==================== lcd_hex_line_writer
### Wire density map, lcd_hex_line_writer

Drawn at 4 px/um. The die is cut into 16 by 17 equal tiles; dark blue is low, red is high, scaled to the fullest tile. Values are wire area over tile area, all layers added.
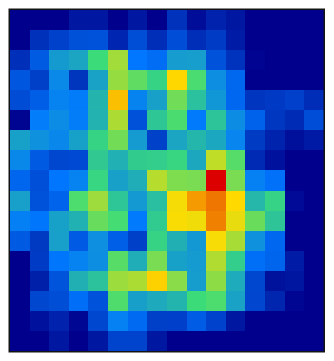

## src/rtl/lcd_hex_line_writer.sv

```systemverilog
// Latches NUM_BYTES bytes on start and streams one LCD line (set-address command plus LINE_CHARS hex/space characters).
// Optional LCD_WRITER_RESTART_EN: start while busy re-latches and reissues the address command once the byte in flight completes.
module lcd_hex_line_writer #(
  parameter int          NUM_BYTES  = 3,
  parameter logic [7:0]  SEP_CHAR   = 8'h20,
  parameter int          LINE_CHARS = 16
) (
  input  logic                   clk,
  input  logic                   reset,
  input  logic                   start,
  input  logic                   line_sel,
  input  logic [8*NUM_BYTES-1:0] data_in,
  input  logic                   init_done,
  input  logic                   send_data_done,
  output logic                   do_write_data,
  output logic [7:0]             data_to_write,
  output logic                   is_command,
  output logic                   busy,
  output logic                   done
);

  localparam int IDX_W    = $clog2(LINE_CHARS + 1);
  localparam int LAST_HEX = 3 * NUM_BYTES - 2;

  typedef enum logic [2:0] {
    S_IDLE,
    S_WAIT_INIT,
    S_ADDR,
    S_WAIT_ADDR,
    S_CHAR,
    S_WAIT_CHAR,
    S_FINISH
  } state_t;

  state_t                 state;
  logic [8*NUM_BYTES-1:0] data_q;
  logic                   sel_q;
  logic [IDX_W-1:0]       idx;
  logic                   restart;
  logic                   relatch;
  logic                   sel_next;
  logic [7:0]             char_sel;
  logic [7:0]             cur_byte;
  int                     pos;
  int                     byte_k;

  function automatic logic [7:0] hex_ascii(input logic [3:0] n);
    if (n < 4'd10) return 8'h30 + {4'h0, n};
    else           return 8'h37 + {4'h0, n};
  endfunction

  function automatic logic [7:0] addr_cmd(input logic sel);
    return sel ? 8'hC0 : 8'h80;
  endfunction

  // Character at the current index: hi nibble, lo nibble, separator per byte; blanks after the last lo nibble.
  always_comb begin
    pos    = int'(idx);
    byte_k = pos / 3;
    if (byte_k > NUM_BYTES - 1) byte_k = NUM_BYTES - 1;
    cur_byte = 8'(data_q >> (8 * (NUM_BYTES - 1 - byte_k)));
    char_sel = 8'h20;
    if (pos <= LAST_HEX) begin
      case (pos % 3)
        0:       char_sel = hex_ascii(cur_byte[7:4]);
        1:       char_sel = hex_ascii(cur_byte[3:0]);
        default: char_sel = SEP_CHAR;
      endcase
    end
  end

`ifdef LCD_WRITER_RESTART_EN
  assign relatch  = start && (state != S_IDLE) && (state != S_FINISH);
`else
  assign relatch  = 1'b0;
  assign restart  = 1'b0;
`endif
  assign sel_next = relatch ? line_sel : sel_q;

  always_ff @(posedge clk or negedge reset) begin
    if (!reset) begin
      state         <= S_IDLE;
      data_q        <= '0;
      sel_q         <= 1'b0;
      idx           <= '0;
      do_write_data <= 1'b0;
      data_to_write <= 8'h00;
      is_command    <= 1'b0;
      busy          <= 1'b0;
      done          <= 1'b0;
`ifdef LCD_WRITER_RESTART_EN
      restart       <= 1'b0;
`endif
    end else begin
      done <= 1'b0;
      case (state)
        S_IDLE: begin
          if (start) begin
            data_q <= data_in;
            sel_q  <= line_sel;
            busy   <= 1'b1;
            state  <= S_WAIT_INIT;
          end
        end
        S_WAIT_INIT: begin
          // Request goes out on this edge so that ADDR already shows it.
          if (init_done) begin
            do_write_data <= 1'b1;
            data_to_write <= addr_cmd(sel_next);
            is_command    <= 1'b1;
            state         <= S_ADDR;
          end
        end
        S_ADDR: begin
          if (!do_write_data) begin
            do_write_data <= 1'b1;
            data_to_write <= addr_cmd(sel_q);
            is_command    <= 1'b1;
          end
`ifdef LCD_WRITER_RESTART_EN
          restart <= 1'b0;
`endif
          state <= S_WAIT_ADDR;
        end
        S_WAIT_ADDR: begin
          if (send_data_done) begin
            do_write_data <= 1'b0;
            idx           <= '0;
            state         <= restart ? S_ADDR : S_CHAR;
          end
        end
        S_CHAR: begin
          if (restart) begin
            state <= S_ADDR;
          end else if (init_done) begin
            do_write_data <= 1'b1;
            data_to_write <= char_sel;
            is_command    <= 1'b0;
            state         <= S_WAIT_CHAR;
          end
        end
        S_WAIT_CHAR: begin
          if (send_data_done) begin
            do_write_data <= 1'b0;
            if (restart) begin
              state <= S_ADDR;
            end else if (idx == IDX_W'(LINE_CHARS - 1)) begin
              done  <= 1'b1;
              busy  <= 1'b0;
              state <= S_FINISH;
            end else begin
              idx   <= idx + IDX_W'(1);
              state <= S_CHAR;
            end
          end
        end
        S_FINISH: begin
          state <= S_IDLE;
        end
        default: state <= S_IDLE;
      endcase
`ifdef LCD_WRITER_RESTART_EN
      // Placed after the case so a start in ADDR wins over that state's clear.
      if (relatch) begin
        data_q <= data_in;
        sel_q  <= line_sel;
        if (state != S_WAIT_INIT) restart <= 1'b1;
      end
`endif
    end
  end

endmodule

```

## config.mk

```make
export PLATFORM = sky130hd
export DESIGN_NAME = lcd_hex_line_writer
export DESIGN_NICKNAME = d
export VERILOG_FILES = /design/src/rtl/lcd_hex_line_writer.sv
export SDC_FILE = /design/constraint.sdc
export NUM_CORES = 1
export LEC_CHECK = 0
export CAP_MARGIN = 20
export CORE_ASPECT_RATIO = 1.1
export CORE_MARGIN = 5
export CORE_UTILIZATION = 55
export DETAILED_ROUTE_END_ITERATION = 8
export PLACE_DENSITY = 0.79
export SLEW_MARGIN = 20
export SYNTH_ARGS = -nofsm -noshare
export SYNTH_HDL_FRONTEND = slang
export SYNTH_SLANG_ARGS = --single-unit
```

## constraint.sdc

```tcl
create_clock -name clk -period 7.8 [get_ports clk]
set_clock_uncertainty 0.1 [all_clocks]
set_input_delay 2.34 -clock clk [delete_from_list [all_inputs] [get_ports clk]]
set_output_delay 2.34 -clock clk [all_outputs]
set_load 0.02 [all_outputs]
```

==================== ov7670_cfg_seq
### config.mk
export PLATFORM = sky130hd
export DESIGN_NAME = ov7670_cfg_seq
export DESIGN_NICKNAME = d
export VERILOG_FILES = /design/src/rtl/ov7670_cfg_pkg.sv /design/src/rtl/ov7670_cfg_seq_down_counter.sv /design/src/rtl/ov7670_cfg_seq.sv
export SDC_FILE = /design/constraint.sdc
export NUM_CORES = 1
export LEC_CHECK = 0
export CAP_MARGIN = 20
export CORE_MARGIN = 3
export CORE_UTILIZATION = 50
export DETAILED_ROUTE_END_ITERATION = 10
export PLACE_DENSITY_LB_ADDON = 0.3
export SYNTH_ARGS = -nofsm -noshare
export SYNTH_HDL_FRONTEND = slang
export SYNTH_HIERARCHICAL = 1
export SYNTH_SLANG_ARGS = --single-unit
### constraint.sdc
create_clock -name clk -period 3.6 [get_ports clk]
set_input_delay 0.72 -clock clk [delete_from_list [all_inputs] [get_ports clk]]
set_output_delay 0.72 -clock clk [all_outputs]
set_load 0.02 [all_outputs]
### src/rtl/ov7670_cfg_pkg.sv
// Shared types and marker constants for the OV7670 register-initialisation sequencer.
package ov7670_cfg_pkg;

    typedef enum logic [2:0] {
        IDLE      = 3'd0,
        ROM_WAIT  = 3'd1,
        DECODE    = 3'd2,
        ISSUE     = 3'd3,
        WAIT_DONE = 3'd4,
        DELAY     = 3'd5,
        FINISH    = 3'd6
    } cfg_state_t;

    // ROM words reserved as control markers rather than register writes.
    localparam logic [15:0] END_MARK   = 16'hFFFF;
    localparam logic [15:0] DELAY_MARK = 16'hFFF0;

    typedef struct packed {
        logic [7:0] reg_addr;
        logic [7:0] reg_val;
    } cfg_entry_t;

endpackage

### src/rtl/ov7670_cfg_seq_down_counter.sv
// Loadable down-counter that parks at zero; used for the settle delay and the SCCB timeout.
module cfg_down_counter #(
    parameter int WIDTH = 8
) (
    input  logic             clk,
    input  logic             rst_n,
    input  logic             load,
    input  logic [WIDTH-1:0] load_val,
    input  logic             en,
    output logic             zero
);

    logic [WIDTH-1:0] count;

    always_ff @(posedge clk or negedge rst_n) begin
        if (!rst_n) begin
            count <= '0;
        end else if (load) begin
            count <= load_val;
        end else if (en && (count != '0)) begin
            count <= count - 1'b1;
        end
    end

    assign zero = (count == '0);

endmodule

### src/rtl/ov7670_cfg_seq.sv
// Walks the camera configuration ROM and turns each entry into one SCCB register write,
// honouring end-of-table and settle-delay marker entries.
module ov7670_cfg_seq
    import ov7670_cfg_pkg::*;
#(
    parameter int ROM_DEPTH      = 256,
    parameter int DELAY_CYCLES   = 1_000_000,
    parameter int TIMEOUT_CYCLES = 65535,
    parameter int ADDR_BITS      = $clog2(ROM_DEPTH)
) (
    input  logic                 clk,
    input  logic                 rst_n,
    input  logic                 start,
    output logic [ADDR_BITS-1:0] rom_addr,
    input  logic [15:0]          rom_data,
    output logic                 sccb_valid,
    input  logic                 sccb_ready,
    output logic [7:0]           sccb_reg,
    output logic [7:0]           sccb_val,
    input  logic                 sccb_done,
    output logic                 busy,
    output logic                 done,
    output logic                 err,
    output logic [ADDR_BITS:0]   entry_cnt,
    output logic [2:0]           state_dbg
);

    // SCCB request: sccb_valid rises with sccb_reg/sccb_val already set, all three hold
    // unchanged until the edge where sccb_ready is also high, and valid drops on that edge.

    localparam int DW = $clog2(DELAY_CYCLES) + 1;
    localparam int TW = $clog2(TIMEOUT_CYCLES) + 1;
    localparam logic [DW-1:0]        DLY_LOAD  = DW'(DELAY_CYCLES - 1);
    localparam logic [TW-1:0]        TO_LOAD   = TW'(TIMEOUT_CYCLES - 1);
    localparam logic [ADDR_BITS-1:0] LAST_ADDR = ADDR_BITS'(ROM_DEPTH - 1);

    cfg_state_t state;
    cfg_entry_t entry;
    logic       dly_load, dly_en, dly_zero;
    logic       to_load, to_en, to_zero;
    logic       at_last;

    assign entry     = rom_data;
    assign at_last   = (rom_addr == LAST_ADDR);
    assign state_dbg = state;

    assign dly_load = (state == DECODE) && (rom_data == DELAY_MARK);
    assign dly_en   = (state == DELAY);
    assign to_load  = (state == ISSUE) && sccb_ready;
    assign to_en    = (state == WAIT_DONE);

    cfg_down_counter #(.WIDTH(DW)) u_delay (
        .clk      (clk),
        .rst_n    (rst_n),
        .load     (dly_load),
        .load_val (DLY_LOAD),
        .en       (dly_en),
        .zero     (dly_zero)
    );

    cfg_down_counter #(.WIDTH(TW)) u_timeout (
        .clk      (clk),
        .rst_n    (rst_n),
        .load     (to_load),
        .load_val (TO_LOAD),
        .en       (to_en),
        .zero     (to_zero)
    );

    always_ff @(posedge clk or negedge rst_n) begin
        if (!rst_n) begin
            state      <= IDLE;
            rom_addr   <= '0;
            sccb_valid <= 1'b0;
            sccb_reg   <= '0;
            sccb_val   <= '0;
            busy       <= 1'b0;
            done       <= 1'b0;
            err        <= 1'b0;
            entry_cnt  <= '0;
        end else begin
            case (state)
                IDLE, FINISH: begin
                    if (start) begin
                        rom_addr  <= '0;
                        entry_cnt <= '0;
                        err       <= 1'b0;
                        done      <= 1'b0;
                        busy      <= 1'b1;
                        state     <= ROM_WAIT;
                    end
                end
                ROM_WAIT: state <= DECODE;
                DECODE: begin
                    if (rom_data == END_MARK) begin
                        busy  <= 1'b0;
                        done  <= 1'b1;
                        state <= FINISH;
                    end else if (rom_data == DELAY_MARK) begin
                        state <= DELAY;
                    end else begin
                        sccb_reg   <= entry.reg_addr;
                        sccb_val   <= entry.reg_val;
                        sccb_valid <= 1'b1;
                        state      <= ISSUE;
                    end
                end
                ISSUE: begin
                    if (sccb_ready) begin
                        sccb_valid <= 1'b0;
                        state      <= WAIT_DONE;
                    end
                end
                WAIT_DONE: begin
                    // A completion arriving on the timeout cycle still counts as success.
                    if (sccb_done || to_zero) begin
                        if (sccb_done) entry_cnt <= entry_cnt + 1'b1;
                        else           err       <= 1'b1;
                        if (at_last) begin
                            busy  <= 1'b0;
                            done  <= 1'b1;
                            state <= FINISH;
                        end else begin
                            rom_addr <= rom_addr + 1'b1;
                            state    <= ROM_WAIT;
                        end
                    end
                end
                DELAY: begin
                    if (dly_zero) begin
                        if (at_last) begin
                            busy  <= 1'b0;
                            done  <= 1'b1;
                            state <= FINISH;
                        end else begin
                            rom_addr <= rom_addr + 1'b1;
                            state    <= ROM_WAIT;
                        end
                    end
                end
                default: state <= IDLE;
            endcase
        end
    end

endmodule

### Sequential cells colored by netlist name, ov7670_cfg_seq

Drawn at 6 px/um.
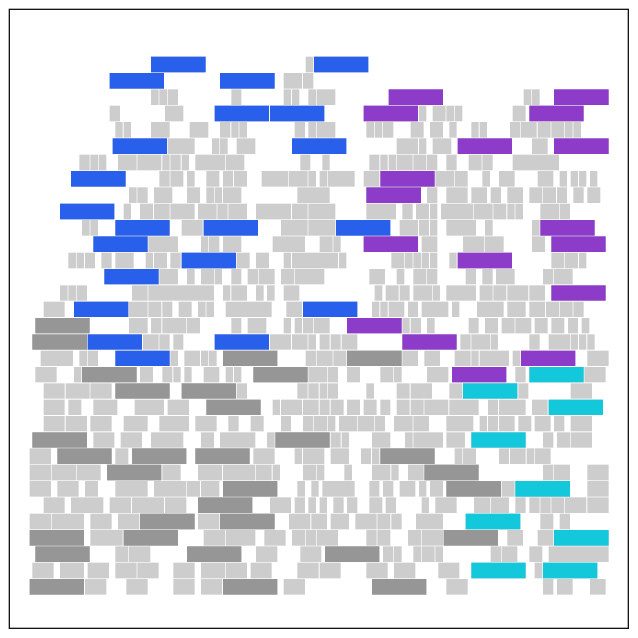
legend:
  blue:
    netlist_name: `u_delay/count`
    flops: 21
  cyan:
    netlist_name: `entry_cnt`
    flops: 9
    where: south-east
  purple:
    netlist_name: `u_timeout/count`
    flops: 17
Seq/total area: 0.338
Util after Layout: 0.646
sequential group power: 1.43 mW
FF+latch area: 1950 sq um

==> flow_summary.json, ov7670_cfg_seq <==
{
  "setup.worst_path.start": "u_delay/count[9]",
  "ant_nets": 0,
  "final_common_cell": "dfrtp_1",
  "r2r_end": "rom_addr[7]",
  "grt_max_degree": 79,
  "comb_area_sq_um": 2700,
  "largest_register": "u_delay/count",
  "rows": 34,
  "status": "complete, no violations",
  "lay_top_cells": "dfrtp_1 (78), clkdlybuf4s50_1 (59), nand2_1 (40)",
  "ys_sh_aoi": 0.185,
  "met3_length_um": 527,
  "synth_seq_share": 0.415,
  "port_buffers": 60,
  "top_layer": "met4",
  "nFillCells": 758
}
### Sequential cells colored by netlist name, lcd_hex_line_writer

Drawn at 6 px/um.
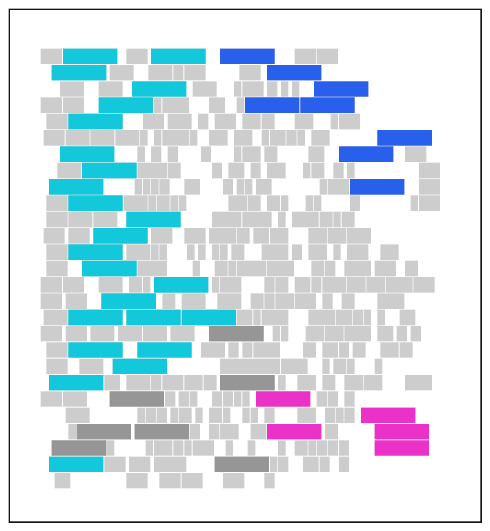
legend:
  magenta:
    netlist_name: `idx`
    flops: 5
    where: south-east
  cyan:
    netlist_name: `data_q`
    flops: 24
  blue:
    netlist_name: `data_to_write`
    flops: 8
FF+latch area: 1100 sq um
sequential group power: 0.440 mW
Util after Layout: 0.665
Seq/total area: 0.331

## Picture notes: 'Wire density map' of lcd_hex_line_writer
fullest tile: 0.57
emptiest ninth of the die: north-east
mean over tiles: 0.15
WL final: 6.20 mm
routed via count: 2364
routed len/inst: 15.9 um

==> flow_summary.json, lcd_hex_line_writer <==
{
  "powerClk_mw": 0.141,
  "numCtsBuffers": 5,
  "comb_power_share": 0.654,
  "grt_max_degree": 45,
  "met3_length_um": 232,
  "yosys-top-cells-count": "dfrtp_1 (44), nand2_1 (30), mux2_2 (25), nor2_1 (23), a21oi_1 (18)",
  "p_sw_frac": 0.491,
  "postSynthAreaPerCell_sq_um": 9.50,
  "synth-area-yosys_sq_um": 2830,
  "ys_sh_adder": 0.0398,
  "critPathArrivalTime_ps": 6630,
  "drv_cap": 0,
  "intPower_mw": 0.856,
  "nFlopsAndLatches": 44,
  "synth-simple-area-share": 0.170,
  "edf_count": 0,
  "dp_slack_ps": 1340,
  "setup.worst_path.start": "idx[4]",
  "largest_register_ffs": 24,
  "wl_met1_mm": 2.90,
  "track_usage": 0.194,
  "top_area_cell": "dfrtp_1",
  "rows": 27,
  "dpl_cell_area_sq_um": 3230,
  "drc": 0,
  "clock_sinks": 44,
  "die-area_sq_um": 6680,
  "finalSetupTns_ps": 0,
  "r2r_end": "data_to_write[6]",
  "holdPathStages": 2,
  "relSlewSlack": 0.374,
  "status": "complete, no violations",
  "rsz0062_at_grt": "false",
  "cp-endpoint": "data_to_write[6]",
  "top_area_frac": 0.389,
  "first_iter_violations": 198,
  "cts_resized": 0,
  "die_h_um": 85.2,
  "inv_count": 13,
  "layout.nets": 371,
  "grt_pass1_wl_mm": 10.7
}


## Gallery

Cell outlines without signal wires.
image #1
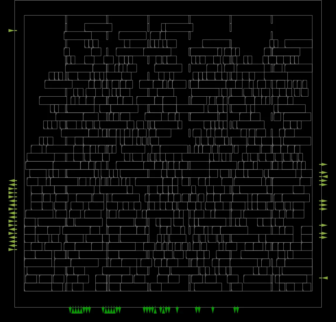
image #2
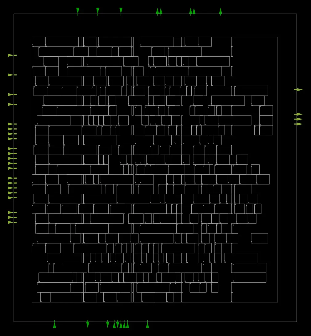
Image #2 comes from lcd_hex_line_writer.
Image #1 comes from ov7670_cfg_seq.
Of these, most sequential cells: image #1
Of these, most cells: image #1

Power figures rest on the tool's default switching activity, not on a simulated workload.
